# design 1

Design 1, met1 routing:
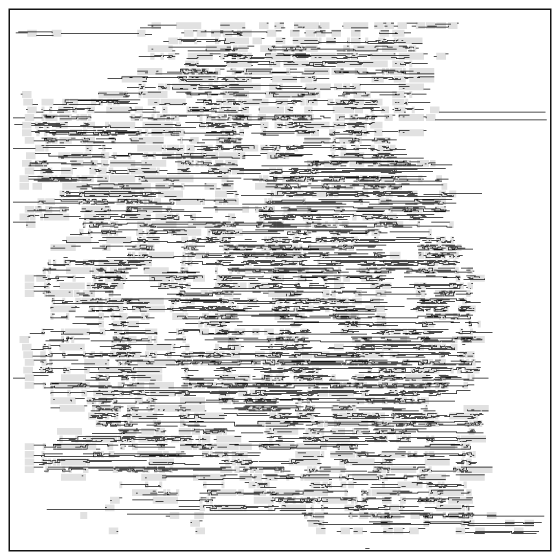

File: src/rtl/float_pkg.sv
// float_pkg: binary32 field widths and constants, FSM states and the unpacked-operand type shared by float_mul.
package float_pkg;
  localparam int EXP_W = 8;
  localparam int MANT_W = 23;
  localparam int SIG_W = MANT_W + 1;
  localparam int BIAS = 127;
  localparam int EXP_MAX = 255;
  localparam logic [31:0] QNAN = 32'h7FC0_0000;
  localparam logic [31:0] POS_INF = 32'h7F80_0000;
  typedef enum logic [1:0] {IDLE, MUL, NORM, DONE} state_t;
  typedef struct packed {
    logic             sign;
    logic [9:0]       exp;
    logic [SIG_W-1:0] mant;
    logic             is_nan;
    logic             is_inf;
    logic             is_zero;
  } ufloat_t;
endpackage

File: src/rtl/float_unpack.sv
// float_unpack: splits one binary32 operand into sign/exponent/significand and classifies it.
// FLOAT_MUL_DENORM_EN keeps subnormals (hidden bit 0, exponent 1); otherwise they read as signed zero.
module float_unpack
  import float_pkg::*;
(
  input  logic [31:0] v,
  output ufloat_t     u
);
  logic [EXP_W-1:0]  e;
  logic [MANT_W-1:0] f;
  assign e = v[30:23];
  assign f = v[22:0];
  always_comb begin
    u.sign   = v[31];
    u.is_nan = (e == EXP_W'(EXP_MAX)) && |f;
    u.is_inf = (e == EXP_W'(EXP_MAX)) && ~|f;
`ifdef FLOAT_MUL_DENORM_EN
    u.is_zero = ~|e && ~|f;
    u.mant    = {|e, f};
    u.exp     = ~|e ? 10'd1 : {2'b0, e};
`else
    u.is_zero = ~|e;
    u.mant    = {1'b1, f};
    u.exp     = {2'b0, e};
`endif
  end
endmodule

File: src/rtl/float_mul.sv
// float_mul: sequential binary32 multiplier, 24-step shift-add significand product, RNE rounding.
// FLOAT_MUL_DENORM_EN enables gradual underflow; default build flushes subnormals to signed zero.
module float_mul
  import float_pkg::*;
(
  input  logic        clk,
  input  logic        rst_n,
  input  logic [31:0] v1,
  input  logic [31:0] v2,
  input  logic        in_valid,
  output logic        in_ready,
  output logic [31:0] vres,
  output logic        out_valid,
  input  logic        out_ready
);
  state_t            state, nxt;
  ufloat_t           ua, ub;
  logic              hs, rdy, sgn, fnan, finf, fzero, rnd, ovf, uf;
  logic [4:0]        cnt;
  logic [47:0]       prod;
  logic [SIG_W-1:0]  ma;
  logic [24:0]       acc;
  logic signed [9:0] e, en;
  logic [5:0]        lz;
  logic [46:0]       y;
  logic [30:0]       pk;
  logic [31:0]       res;
`ifdef FLOAT_MUL_DENORM_EN
  logic [9:0]        r;
`endif

  float_unpack u_a (.v(v1), .u(ua));
  float_unpack u_b (.v(v2), .u(ub));

  assign hs = in_valid & in_ready;

  always_ff @(posedge clk or negedge rst_n)
    if (!rst_n) state <= IDLE;
    else state <= nxt;

  always_comb
    nxt = state == IDLE ? (hs ? MUL : IDLE) :
          state == MUL  ? (cnt == 5'd23 ? NORM : MUL) :
          state == NORM ? DONE :
          (out_ready ? IDLE : DONE);

  always_comb begin
    in_ready  = rdy & (state == IDLE);
    out_valid = state == DONE;
  end

  // Right-shifting accumulator: {acc, multiplier} shifts down one bit per step.
  assign acc = {1'b0, prod[47:24]} + (prod[0] ? {1'b0, ma} : 25'd0);

  always_comb begin
    lz = 6'd48;
    for (int i = 0; i < 48; i++) if (prod[i]) lz = 6'(47 - i);
    en = e + 10'sd1 - $signed({4'b0, lz});
    y  = 47'(prod << lz);
`ifdef FLOAT_MUL_DENORM_EN
    r  = -e;
    // Subnormal result: align to exponent 1, folding shifted-out bits into sticky.
    if (en < 10'sd1)
      y = ~e[9] ? 47'(prod << e[5:0]) :
          r > 10'd47 ? {46'b0, |prod} :
          47'(prod >> r) | {46'b0, |(prod & ~({48{1'b1}} << r))};
    uf = 1'b0;
`else
    uf = en < 10'sd1;
`endif
    rnd = y[23] & (|y[22:0] | y[24]);
    pk  = {en > 10'sd0 ? en[7:0] : 8'd0, y[46:24]} + 31'(rnd);
    ovf = (en >= 10'sd255) | &pk[30:23];
    res = fnan ? QNAN :
          finf ? (POS_INF | {sgn, 31'b0}) :
          (fzero | uf) ? {sgn, 31'b0} :
          ovf ? (POS_INF | {sgn, 31'b0}) :
          {sgn, pk};
  end

  always_ff @(posedge clk or negedge rst_n)
    if (!rst_n) begin
      rdy   <= 1'b0;
      cnt   <= 5'd0;
      prod  <= 48'd0;
      ma    <= '0;
      sgn   <= 1'b0;
      e     <= 10'sd0;
      fnan  <= 1'b0;
      finf  <= 1'b0;
      fzero <= 1'b0;
      vres  <= 32'd0;
    end else begin
      rdy <= 1'b1;
      if (hs) begin
        cnt   <= 5'd0;
        prod  <= {24'd0, ub.mant};
        ma    <= ua.mant;
        sgn   <= ua.sign ^ ub.sign;
        e     <= $signed(ua.exp + ub.exp - 10'(BIAS));
        fnan  <= ua.is_nan | ub.is_nan | (ua.is_inf & ub.is_zero) | (ua.is_zero & ub.is_inf);
        finf  <= ua.is_inf | ub.is_inf;
        fzero <= ua.is_zero | ub.is_zero;
      end
      if (state == MUL) begin
        prod <= {acc, prod[23:1]};
        cnt  <= cnt == 5'd23 ? 5'd0 : cnt + 5'd1;
      end
      if (state == NORM) vres <= res;
    end
endmodule
File: config.mk
export PLATFORM = sky130hd
export DESIGN_NAME = float_mul
export DESIGN_NICKNAME = d
export VERILOG_FILES = /design/src/rtl/float_pkg.sv /design/src/rtl/float_unpack.sv /design/src/rtl/float_mul.sv
export SDC_FILE = /design/constraint.sdc
export NUM_CORES = 1
export LEC_CHECK = 0
export CELL_PAD_IN_SITES_DETAIL_PLACEMENT = 0
export CELL_PAD_IN_SITES_GLOBAL_PLACEMENT = 2
export CORE_MARGIN = 3
export CORE_UTILIZATION = 36
export DETAILED_ROUTE_END_ITERATION = 8
export PLACE_DENSITY = 0.95
export SYNTH_ARGS = -nofsm -noshare
export SYNTH_HDL_FRONTEND = slang
export SYNTH_SLANG_ARGS = --single-unit
File: constraint.sdc
create_clock -name clk -period 8 [get_ports clk]
set_clock_uncertainty 0.1 [all_clocks]
set_input_delay 1.2 -clock clk [delete_from_list [all_inputs] [get_ports clk]]
set_output_delay 1.2 -clock clk [all_outputs]
set_load 0.05 [all_outputs]
# design 2

[src/rtl/mem_arbiter_if.sv]
// ----------------------------------------------------------------------------
// mem_arbiter_if
//
// One picorv32-style memory port. The same bundle is used on both sides of
// the arbiter: each requesting master talks to the arbiter through one of
// these, and the arbiter talks to the memory/bus fabric through another.
//
// Signals:
//   valid  request outstanding; held until ready is seen
//   instr  instruction-fetch qualifier
//   addr   32-bit byte address, word aligned
//   wdata  32-bit write data
//   wstrb  byte write strobes; 4'b0000 means read
//   ready  transaction complete, single-cycle pulse
//   rdata  read data, valid while ready is high
//
// Modports:
//   master  the side that issues requests (drives valid/instr/addr/wdata/wstrb)
//   slave   the side that answers them (drives ready/rdata)
// ----------------------------------------------------------------------------
interface mem_arbiter_if;
    logic        valid;
    logic        instr;
    logic [31:0] addr;
    logic [31:0] wdata;
    logic [3:0]  wstrb;
    logic        ready;
    logic [31:0] rdata;

    modport master (
        output valid,
        output instr,
        output addr,
        output wdata,
        output wstrb,
        input  ready,
        input  rdata
    );

    modport slave (
        input  valid,
        input  instr,
        input  addr,
        input  wdata,
        input  wstrb,
        output ready,
        output rdata
    );
endinterface : mem_arbiter_if

[src/rtl/mem_arbiter.sv]
// ----------------------------------------------------------------------------
// mem_arbiter
//
// Shares one picorv32-style memory port between two masters: the CPU core
// (m0) and a second requester such as a DMA engine or debug loader (m1).
// Exactly one transaction is outstanding at a time. When both masters ask
// in the same IDLE cycle, the one that was not granted last wins
// (round-robin). A watchdog returns ERR_DATA with a timeout pulse if the
// downstream leaves a granted request unanswered for too long.
//
// Parameters:
//   TIMEOUT   BUSY cycles without mem.ready before the transaction is aborted;
//             0 disables the watchdog. The abort lands in BUSY cycle
//             TIMEOUT+1.
//   ERR_DATA  read data handed back to the master on an aborted transaction
//
// Ports:
//   clk      single clock, all state updates on its rising edge
//   reset    asynchronous, active-low reset (low = in reset)
//   m0, m1   slave-side ports facing the two masters
//   mem      master-side port facing the memory/bus fabric
//   timeout  high in the cycle an aborted transaction is returned
//   busy     registered: the arbiter currently holds a grant
//
// Timing:
//   - A request sampled in IDLE at edge N shows up on mem.valid in cycle N+1.
//   - m*.ready and m*.rdata are combinational from mem.ready / mem.rdata.
//   - Every transaction is followed by one IDLE cycle, so a zero-wait
//     downstream sees at most one transaction every two cycles.
//   - While IDLE (and therefore while in reset) every output is zero.
// ----------------------------------------------------------------------------
module mem_arbiter #(
    parameter logic [15:0] TIMEOUT  = 16'd1024,
    parameter logic [31:0] ERR_DATA = 32'hdead_beef
) (
    input  logic          clk,
    input  logic          reset,
    mem_arbiter_if.slave  m0,
    mem_arbiter_if.slave  m1,
    mem_arbiter_if.master mem,
    output logic          timeout,
    output logic          busy
);

    typedef enum logic {
        IDLE = 1'b0,
        BUSY = 1'b1
    } state_t;

    state_t      state_q, state_d;
    logic        grant_q, grant_d;          // 0 = m0 owns the port, 1 = m1
    logic        last_grant_q, last_grant_d;
    logic [15:0] wd_cnt_q, wd_cnt_d;        // BUSY cycles spent without mem.ready

    // Request fields of whichever master currently holds the grant.
    logic        sel_valid;
    logic        sel_instr;
    logic [31:0] sel_addr;
    logic [31:0] sel_wdata;
    logic [3:0]  sel_wstrb;

    // Response for the granted master before it is steered to m0 or m1.
    logic        rsp_ready;
    logic [31:0] rsp_rdata;

    logic        abort;

    always_comb begin
        if (grant_q) begin
            sel_valid = m1.valid;
            sel_instr = m1.instr;
            sel_addr  = m1.addr;
            sel_wdata = m1.wdata;
            sel_wstrb = m1.wstrb;
        end else begin
            sel_valid = m0.valid;
            sel_instr = m0.instr;
            sel_addr  = m0.addr;
            sel_wdata = m0.wdata;
            sel_wstrb = m0.wstrb;
        end
    end

    // A completion arriving in the very cycle the watchdog expires is taken
    // as a normal completion, hence the !mem.ready term.
    assign abort = (TIMEOUT != 16'd0) && (wd_cnt_q == TIMEOUT) && !mem.ready;

    // ------------------------------------------------------------------------
    // Next-state and output logic
    // ------------------------------------------------------------------------
    always_comb begin
        // NOTE: every signal written in this block gets a default before any
        // branch; a path that left one unassigned would infer a latch.
        state_d      = state_q;
        grant_d      = grant_q;
        last_grant_d = last_grant_q;
        wd_cnt_d     = wd_cnt_q;

        mem.valid    = 1'b0;
        mem.instr    = 1'b0;
        mem.addr     = 32'h0;
        mem.wdata    = 32'h0;
        mem.wstrb    = 4'h0;

        rsp_ready    = 1'b0;
        rsp_rdata    = 32'h0;
        timeout      = 1'b0;

        unique case (state_q)
            IDLE: begin
                if (m0.valid || m1.valid) begin
                    // On a tie the master that did not win last time goes
                    // first; otherwise the single requester is granted.
                    grant_d      = (m0.valid && m1.valid) ? ~last_grant_q : m1.valid;
                    last_grant_d = grant_d;
                    wd_cnt_d     = 16'd0;
                    state_d      = BUSY;
                end
            end

            BUSY: begin
                mem.valid = sel_valid && !abort;
                mem.instr = sel_instr;
                mem.addr  = sel_addr;
                mem.wdata = sel_wdata;
                mem.wstrb = sel_wstrb;

                if (!sel_valid) begin
                    // Master withdrew its request before completion: release
                    // the port silently, no ready pulse.
                    state_d = IDLE;
                end else if (mem.ready) begin
                    rsp_ready = 1'b1;
                    rsp_rdata = mem.rdata;
                    state_d   = IDLE;
                end else if (abort) begin
                    rsp_ready = 1'b1;
                    rsp_rdata = ERR_DATA;
                    timeout   = 1'b1;
                    state_d   = IDLE;
                end else begin
                    wd_cnt_d = wd_cnt_q + 16'd1;
                end
            end

            default: state_d = IDLE;
        endcase
    end

    // The ungranted master always sees ready=0 and rdata=0; rsp_* is already
    // zero whenever the arbiter is IDLE.
    always_comb begin
        m0.ready = rsp_ready && !grant_q;
        m0.rdata = grant_q ? 32'h0 : rsp_rdata;
        m1.ready = rsp_ready && grant_q;
        m1.rdata = grant_q ? rsp_rdata : 32'h0;
    end

    // ------------------------------------------------------------------------
    // State registers
    // ------------------------------------------------------------------------
    // NOTE: sequential state uses non-blocking assignments so every flop
    // samples its _d value from before the edge, independent of block order.
    always_ff @(posedge clk or negedge reset) begin
        if (!reset) begin
            state_q      <= IDLE;
            grant_q      <= 1'b0;
            last_grant_q <= 1'b1;  // makes m0 win the first tie after reset
            wd_cnt_q     <= 16'd0;
        end else begin
            state_q      <= state_d;
            grant_q      <= grant_d;
            last_grant_q <= last_grant_d;
            wd_cnt_q     <= wd_cnt_d;
        end
    end

    assign busy = (state_q == BUSY);

endmodule : mem_arbiter

[src/flat_wrapper.sv]
// flat-port wrapper written by rule: the top's interface ports become plain ports
module mem_arbiter_flat 
#(
    parameter logic [15:0] TIMEOUT  = 16'd1024,
    parameter logic [31:0] ERR_DATA = 32'hdead_beef
)
  (clk, reset, timeout, busy, m0_valid, m0_instr, m0_addr, m0_wdata, m0_wstrb, m0_ready, m0_rdata, m1_valid, m1_instr, m1_addr, m1_wdata, m1_wstrb, m1_ready, m1_rdata, mem_valid, mem_instr, mem_addr, mem_wdata, mem_wstrb, mem_ready, mem_rdata);
  mem_arbiter_if m0_i ();
  mem_arbiter_if m1_i ();
  mem_arbiter_if mem_i ();
  input  logic clk;
  input  logic reset;
  output logic timeout;
  output logic busy;
  input wire logic [$bits(m0_i.valid)-1:0] m0_valid;
  input wire logic [$bits(m0_i.instr)-1:0] m0_instr;
  input wire logic [$bits(m0_i.addr)-1:0] m0_addr;
  input wire logic [$bits(m0_i.wdata)-1:0] m0_wdata;
  input wire logic [$bits(m0_i.wstrb)-1:0] m0_wstrb;
  output wire logic [$bits(m0_i.ready)-1:0] m0_ready;
  output wire logic [$bits(m0_i.rdata)-1:0] m0_rdata;
  input wire logic [$bits(m1_i.valid)-1:0] m1_valid;
  input wire logic [$bits(m1_i.instr)-1:0] m1_instr;
  input wire logic [$bits(m1_i.addr)-1:0] m1_addr;
  input wire logic [$bits(m1_i.wdata)-1:0] m1_wdata;
  input wire logic [$bits(m1_i.wstrb)-1:0] m1_wstrb;
  output wire logic [$bits(m1_i.ready)-1:0] m1_ready;
  output wire logic [$bits(m1_i.rdata)-1:0] m1_rdata;
  output wire logic [$bits(mem_i.valid)-1:0] mem_valid;
  output wire logic [$bits(mem_i.instr)-1:0] mem_instr;
  output wire logic [$bits(mem_i.addr)-1:0] mem_addr;
  output wire logic [$bits(mem_i.wdata)-1:0] mem_wdata;
  output wire logic [$bits(mem_i.wstrb)-1:0] mem_wstrb;
  input wire logic [$bits(mem_i.ready)-1:0] mem_ready;
  input wire logic [$bits(mem_i.rdata)-1:0] mem_rdata;
  assign m0_i.valid = m0_valid;
  assign m0_i.instr = m0_instr;
  assign m0_i.addr = m0_addr;
  assign m0_i.wdata = m0_wdata;
  assign m0_i.wstrb = m0_wstrb;
  assign m0_ready = m0_i.ready;
  assign m0_rdata = m0_i.rdata;
  assign m1_i.valid = m1_valid;
  assign m1_i.instr = m1_instr;
  assign m1_i.addr = m1_addr;
  assign m1_i.wdata = m1_wdata;
  assign m1_i.wstrb = m1_wstrb;
  assign m1_ready = m1_i.ready;
  assign m1_rdata = m1_i.rdata;
  assign mem_valid = mem_i.valid;
  assign mem_instr = mem_i.instr;
  assign mem_addr = mem_i.addr;
  assign mem_wdata = mem_i.wdata;
  assign mem_wstrb = mem_i.wstrb;
  assign mem_i.ready = mem_ready;
  assign mem_i.rdata = mem_rdata;
  mem_arbiter #(.TIMEOUT(TIMEOUT), .ERR_DATA(ERR_DATA)) u_core (.clk(clk), .reset(reset), .m0(m0_i), .m1(m1_i), .mem(mem_i), .timeout(timeout), .busy(busy));
endmodule
[config.mk]
export PLATFORM = sky130hd
export DESIGN_NAME = mem_arbiter_flat
export DESIGN_NICKNAME = d
export VERILOG_FILES = /design/src/rtl/mem_arbiter_if.sv /design/src/rtl/mem_arbiter.sv /design/src/flat_wrapper.sv
export SDC_FILE = /design/constraint.sdc
export NUM_CORES = 1
export LEC_CHECK = 0
export CORE_AREA = 2 2 121 123
export DETAILED_ROUTE_END_ITERATION = 12
export DIE_AREA = 0 0 123 125
export GPL_TIMING_DRIVEN = 0
export MAX_ROUTING_LAYER = met4
export PLACE_DENSITY = 0.62
export SLEW_MARGIN = 20
export SYNTH_ARGS = -nofsm -noshare
export SYNTH_HDL_FRONTEND = slang
export SYNTH_SLANG_ARGS = --single-unit
[constraint.sdc]
create_clock -name clk -period 5.2 [get_ports clk]
set_input_delay 1.56 -clock clk [delete_from_list [all_inputs] [get_ports clk]]
set_output_delay 1.56 -clock clk [all_outputs]
set_load 0.01 [all_outputs]
# design 3

===== config.mk =====
export PLATFORM = sky130hd
export DESIGN_NAME = sram_port_arbiter
export DESIGN_NICKNAME = d
export VERILOG_FILES = /design/src/rtl/sram_port_arbiter.sv
export SDC_FILE = /design/constraint.sdc
export NUM_CORES = 1
export LEC_CHECK = 0
export CAP_MARGIN = 10
export CORE_ASPECT_RATIO = 1.1
export CORE_MARGIN = 2
export CORE_UTILIZATION = 35
export DETAILED_ROUTE_END_ITERATION = 10
export GPL_ROUTABILITY_DRIVEN = 0
export GPL_TIMING_DRIVEN = 0
export HOLD_SLACK_MARGIN = 0.08
export PLACE_DENSITY_LB_ADDON = 0.3
export SYNTH_ARGS = -nofsm -noshare
export SYNTH_HDL_FRONTEND = slang
export SYNTH_SLANG_ARGS = --single-unit

===== constraint.sdc =====
create_clock -name clk -period 2 [get_ports clk]
set_input_delay 0.2 -clock clk [delete_from_list [all_inputs] [get_ports clk]]
set_output_delay 0.2 -clock clk [all_outputs]
set_load 0.02 [all_outputs]

===== src/rtl/sram_port_arbiter.sv =====
// Port A arbiter between the ingress packet stream and the processor; whole-packet
// network grants, capped processor bursts, packet timeout/abort and drop counting.
module sram_port_arbiter #(
   parameter int         DWIDTH      = 72,
   parameter logic [7:0] SOP_CTRL    = 8'hFF,
   parameter logic [7:0] MID_CTRL    = 8'h00,
   parameter int         PROC_BURST  = 4,
   parameter int         PKT_TIMEOUT = 64
) (
   input  logic        clk,
   input  logic        reset,
   input  logic        net_valid,
   input  logic [7:0]  net_ctrl,
   output logic        net_ready,
   input  logic        proc_req,
   input  logic        proc_we,
   output logic        proc_stall,
   output logic        fifo_sel,
   output logic        port_we,
   output logic        drop_pkt,
   output logic [15:0] drop_cnt,
   output logic        busy
);

   localparam int BW = $clog2(PROC_BURST + 1);
   localparam int TW = $clog2(PKT_TIMEOUT + 1);
   localparam logic [BW-1:0] BURST_MAX = BW'(PROC_BURST - 1);
   localparam logic [TW-1:0] TOUT_MAX  = TW'(PKT_TIMEOUT - 1);

   // The ctrl byte sits in the top 8 bits of the data word, so the word must be wider.
   if (DWIDTH < 9) begin : g_bad_dwidth
      $error("sram_port_arbiter: DWIDTH must exceed 8");
   end

   typedef enum logic [1:0] {IDLE, NET, PROC} state_t;

   state_t        state, state_nx;
   logic          last_net, last_net_nx;
   logic          pkt_open, pkt_open_nx;
   logic [BW-1:0] burst, burst_nx;
   logic [TW-1:0] tout, tout_nx;
   logic          drop_nx;
   logic          cnt_inc;
   logic          net_sop;

   assign net_sop  = net_valid && (net_ctrl == SOP_CTRL);
   assign fifo_sel = (state == NET);
   assign busy     = (state != IDLE);

   always_ff @(posedge clk or posedge reset) begin
      if (reset) begin
         state    <= IDLE;
         last_net <= 1'b0;
         pkt_open <= 1'b0;
         burst    <= '0;
         tout     <= '0;
         drop_pkt <= 1'b0;
         drop_cnt <= 16'd0;
      end else begin
         state    <= state_nx;
         last_net <= last_net_nx;
         pkt_open <= pkt_open_nx;
         burst    <= burst_nx;
         tout     <= tout_nx;
         drop_pkt <= drop_nx;
         if (cnt_inc && (drop_cnt != 16'hFFFF))
            drop_cnt <= drop_cnt + 16'd1;
      end
   end

   always_comb begin
      state_nx    = state;
      last_net_nx = last_net;
      pkt_open_nx = pkt_open;
      burst_nx    = burst;
      tout_nx     = tout;
      drop_nx     = 1'b0;
      cnt_inc     = 1'b0;
      net_ready   = 1'b0;
      port_we     = 1'b0;
      proc_stall  = 1'b0;
      case (state)
         IDLE: begin
            proc_stall  = proc_req;
            burst_nx    = '0;
            tout_nx     = '0;
            pkt_open_nx = 1'b0;
            // Stray non-SOP words are swallowed and counted, never written.
            if (net_valid && !net_sop) begin
               net_ready = 1'b1;
               cnt_inc   = 1'b1;
            end
            if (net_sop && (!proc_req || !last_net))
               state_nx = NET;
            else if (proc_req)
               state_nx = PROC;
         end
         NET: begin
            net_ready  = 1'b1;
            port_we    = net_valid;
            proc_stall = proc_req;
            if (net_valid) begin
               tout_nx = '0;
               if (net_sop) begin
                  pkt_open_nx = 1'b1;
                  if (pkt_open) begin
                     drop_nx = 1'b1;
                     cnt_inc = 1'b1;
                  end
               end else if (net_ctrl != MID_CTRL) begin
                  state_nx    = IDLE;
                  last_net_nx = 1'b1;
               end
            end else if (tout == TOUT_MAX) begin
               drop_nx  = 1'b1;
               cnt_inc  = 1'b1;
               state_nx = IDLE;
            end else begin
               tout_nx = tout + 1'b1;
            end
         end
         PROC: begin
            port_we = proc_req & proc_we;
            if (!proc_req || (net_valid && (burst == BURST_MAX))) begin
               state_nx    = IDLE;
               last_net_nx = 1'b0;
            end else if (burst != BURST_MAX) begin
               burst_nx = burst + 1'b1;
            end
         end
         default: state_nx = IDLE;
      endcase
      // Combinational handshakes must read as idle while reset is held.
      if (reset) begin
         net_ready  = 1'b0;
         port_we    = 1'b0;
         proc_stall = 1'b0;
      end
   end

endmodule


==> screenshots <==
Met2 routing.
picture 1
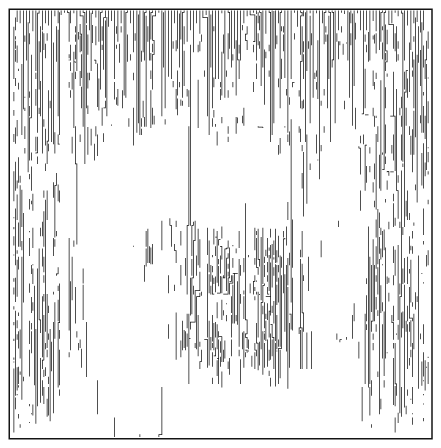
picture 2
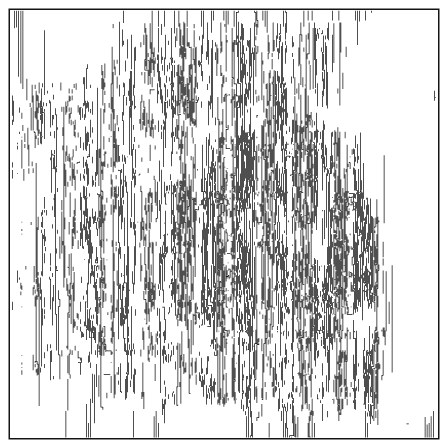
picture 3
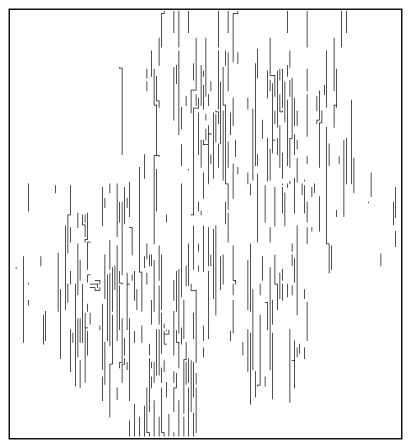
| picture | from |
|---|---|
| picture 2 | design 1 |
| picture 3 | design 3 |
| picture 1 | design 2 |

Design 2, met1 routing:
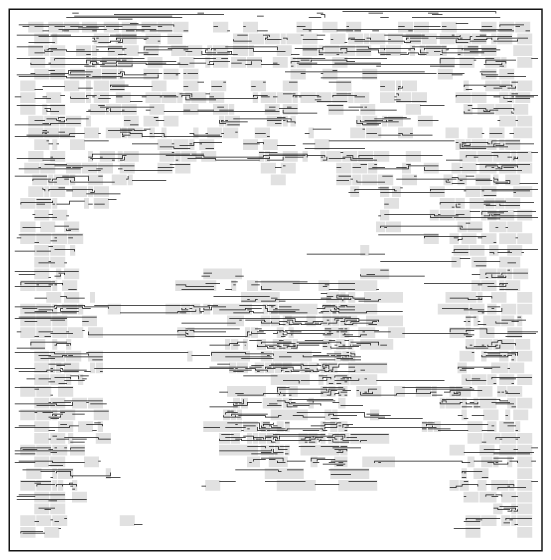
nets with wire on the layer	742
longest straight run	48.3 um
share of all routed wire	38%
wire length on this layer	5520 um

==> run notes, design 2 <==
Observations from the implementation run.

Route:
- Before antenna repair, the detailed router went through 4 iterations.
- The run gives the total length of routed met2 wires as 7.58 mm.

Synth:
- The run gives the post-synthesis instance total as 382.
- The run puts the Yosys warning count at 0.
- The run puts the and-or/or-and share of the synthesized area at 10.2%.
- The run puts the XOR/XNOR share of the synthesized area at 0.309%.
- Of the post-synthesis cell area, the dominant cell type holds 24.7%.

Finish:
- The run puts the sequential standard cell area at 477 sq um.
- The run puts the share of final layout cell area taken by clock buffers and inverters at 1.26%.
- Non-clock buffers in the final layout number 341.

Flow run:
- In this run the tools logged warnings totalling 27.

Placement:
- The run gives the post-detailed-placement cell area as 6190 sq um.
- The run gives the total placed cells including tap cells as 878.

Clock network:
- The run puts the deepest level of the CTS H-tree at 1.
- Looking at the clock tree report, the maximum root-to-sink buffer count equals 2.

Hold path:
- Hold analysis lists the worst path endpoint as u_core.last_grant_q.

Critical path:
- The critical path goes through dlygate4sd2_1, mux2_2, nand2_2, or3_4, buf_6, buf_12, nor2_4, clkdlybuf4s50_1.
- In this run the critical register-to-register path is launched from u_core.wd_cnt_q[0].
- For reference, the most critical setup path is categorized as input port to output port.
- The run gives the worst path required time as 3.64 ns.

Die:
- The die covers 15400 sq um.

Status:
- The run finished with clean final reports.

Global routing:
- The run puts the first-pass GRT wire length at 21.9 mm.
- The run gives the met2 layer usage reported by global route as 34.3%.

STA:
- The run puts the final-report setup violation count at 0.
design 2: placed cells by master, fill, tap and decap left out, types with 4 or more instances in the layout:
| cell type | count |
|---|---|
| buf_1 | 4 |
| nor2_4 | 18 |
| nor4_1 | 6 |
| and2_1 | 16 |
| nor3_1 | 5 |
| a31oi_1 | 18 |
| clkbuf_1 | 17 |
| inv_1 | 11 |
| nor2_1 | 103 |
| mux2i_1 | 70 |
| nor2b_1 | 25 |
| nand3_1 | 7 |
| clkdlybuf4s50_1 | 305 |
| a21oi_1 | 5 |
| dfrtp_1 | 18 |
| nand4_1 | 4 |
| nand2_1 | 5 |
| o21ai_0 | 9 |
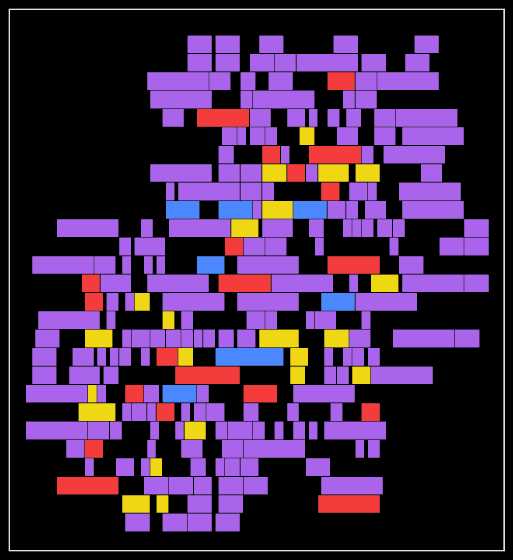
Design 3: cells by drive strength
colour	size	cells	share
blue	x6 and larger	7	3.0%
yellow	x2	22	9.4%
purple	x1 and smaller	186	79%
red	x3 and x4	20	8.5%

==> run notes, design 3 <==
Observations from the implementation run.

Status:
- The flow ran to the end, and the final reports show no timing, DRC or antenna violations.

STA:
- The run puts the minimum clock period after layout at 1.93 ns.
- The run puts the timing-limited maximum frequency at 0.518 GHz.

Synth:
- After Yosys synthesis, full adders, half adders and majority gates account for 4.78% of the synthesized area.
- The run puts the post-synthesis async set-or-reset flop share at 100%.
- After synthesis the netlist holds a flip-flop and latch count of 31.
- Counting instances in the post-synthesis netlist gives the leading cell types as dfrtp_1, nand2_1, xor2_1.
- Warnings reported by Yosys during synthesis add up to 0.
- Post-synth the commonest register cell is dfrtp_1.
- The run gives the dominant kind of combinational cell as simple AND/OR/NAND/NOR gates.
- For this run, the chip area from Yosys synthesis comes to 1830 sq um.
- Sorting the Yosys area breakdown by cell type puts at the top dfrtp_1.
- Dividing the synthesized area by the synthesized cell count gives 9.96 sq um.

Route:
- The routed design uses 2.02 mm of met2 wire.
- The run puts the routed wire length on met3 at 103 um.

Placement:
- The run gives the total placed cells including tap cells as 277.

Flow run:
- The run puts the number of OpenROAD warnings at 30.

Finish:
- The run puts the final non-filler cell total at 293.
- The run gives the utilization after layout as 49.2%.

Global routing:
- The run gives the busiest layer in global routing as met2.
- For this run, global-route usage on met1 was measured as 19.6%.

Critical path:
- By startpoint and endpoint, the worst setup path is classified as flop to output port.
- OpenSTA lists the critical path startpoint as state[1].

Die:
- The run gives the row count as 27.
design 3: layout make-up:
type,count,area (sq um),area share (%)
flip-flops and latches,31,776,31.3
inverters,9,33.8,1.36
clock buffers,7,76.3,3.08
multi-input cells,141,1070,43.1
well taps,58,72.6,2.93
plain buffers,2,18.8,0.758
repair buffers,44,427,17.2
clock inverters,1,5.00,0.202
design 3: registers in the layout, summed over array words and instances (netlist names):
signal / count
last_net: 1
drop_pkt: 1
drop_cnt: 16
state: 2
burst: 3
pkt_open: 1
tout: 7
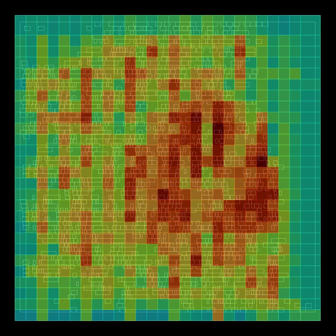
Design 1: track usage over the die
total routing resource utilization after global routing: 23.4%
routed length per instance: 20.3 um
GR Util met1: 31.2%
Final Core Density: 42.2%

About 'met1 routing' of design 1:
share of all routed wire	44%
main direction	horizontal
longest straight run	87.9 um

==> run notes, design 1 <==
Observations from the implementation run.

Synth:
- The run gives the combined area of all synthesized cells as 12400 sq um.
- The run puts the tally of unique sky130hd cells used after synthesis at 109.
- Synthesis produced a netlist with a net count of 1734.

Critical path:
- The run gives the highest-delay cell along the critical path as nor4_1.
- The script reports the combined buffer and inverter count of the critical path as 1.
- The worst register-to-register path begins at prod[30].
- The run gives the sort of element at the start of the critical path as a flop.
- The run gives the kind of critical path as flop to flop.

Route:
- The run puts the number of DRC violations after detailed routing at 0.
- For this run, the detailed router reports a per-instance via density of 5.99.
- The run puts the number of routed nets with antenna violations at 0.

Global routing:
- The via count of the first global-routing pass is 12.3k.

Die:
- The run gives the width of the die as 192 um.

Flow run:
- The run puts the total of max-cap violations at 0.

Status:
- The flow ran to the end, and the final reports show no timing, DRC or antenna violations.

STA:
- The run puts the final-report setup violation count at 0.
- Hold-check failures listed in the final report amount to 0.
- The run gives the least setup slack across all paths after layout as 1.39 ns.
design 1: per-layer routing:
| metal | wire [um] | vias up | track usage (%) |
|---|---|---|---|
| met1 | 18500 | 6001 | 31.2 |
| li1 | - | 5964 | - |
| met4 | 1520 | 0 | 8.89 |
| met3 | 2760 | 116 | 3.69 |
| met2 | 19700 | 502 | 38.0 |
| met5 | 0 | - | 0 |
design 1: cell type report:
cell class	count	area (sq um)
fill	3434	19500
multi-input combinational	1318	8540
timing repair buffer	123	1170
tap	448	561
clock buffer	22	474
clock inverter	10	160
inverter	52	195
sequential	126	3150


==> layout pictures side by side <==
Local utilization.
(a)
Bar = 20 um. The die is cut into 7 by 8 equal tiles; dark blue is low, red is high, 0 to 100% covered.
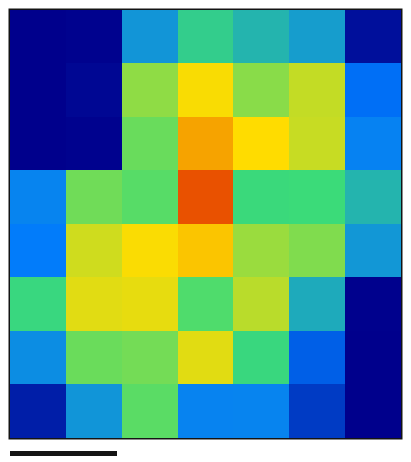
(b)
Bar = 20 um. The die is cut into 12 by 12 equal tiles; dark blue is low, red is high, 0 to 100% covered.
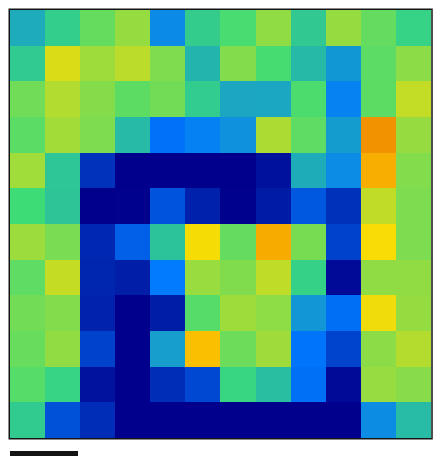
(c)
Bar = 50 um. The die is cut into 19 by 19 equal tiles; dark blue is low, red is high, 0 to 100% covered.
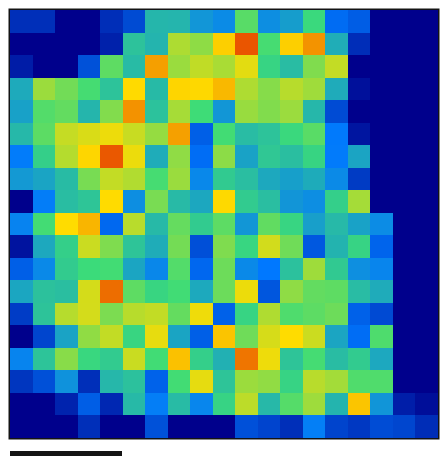
- (a) = design 3
- (b) = design 2
- (c) = design 1
Of these, smallest die: (a)
Of these, largest die: (c)

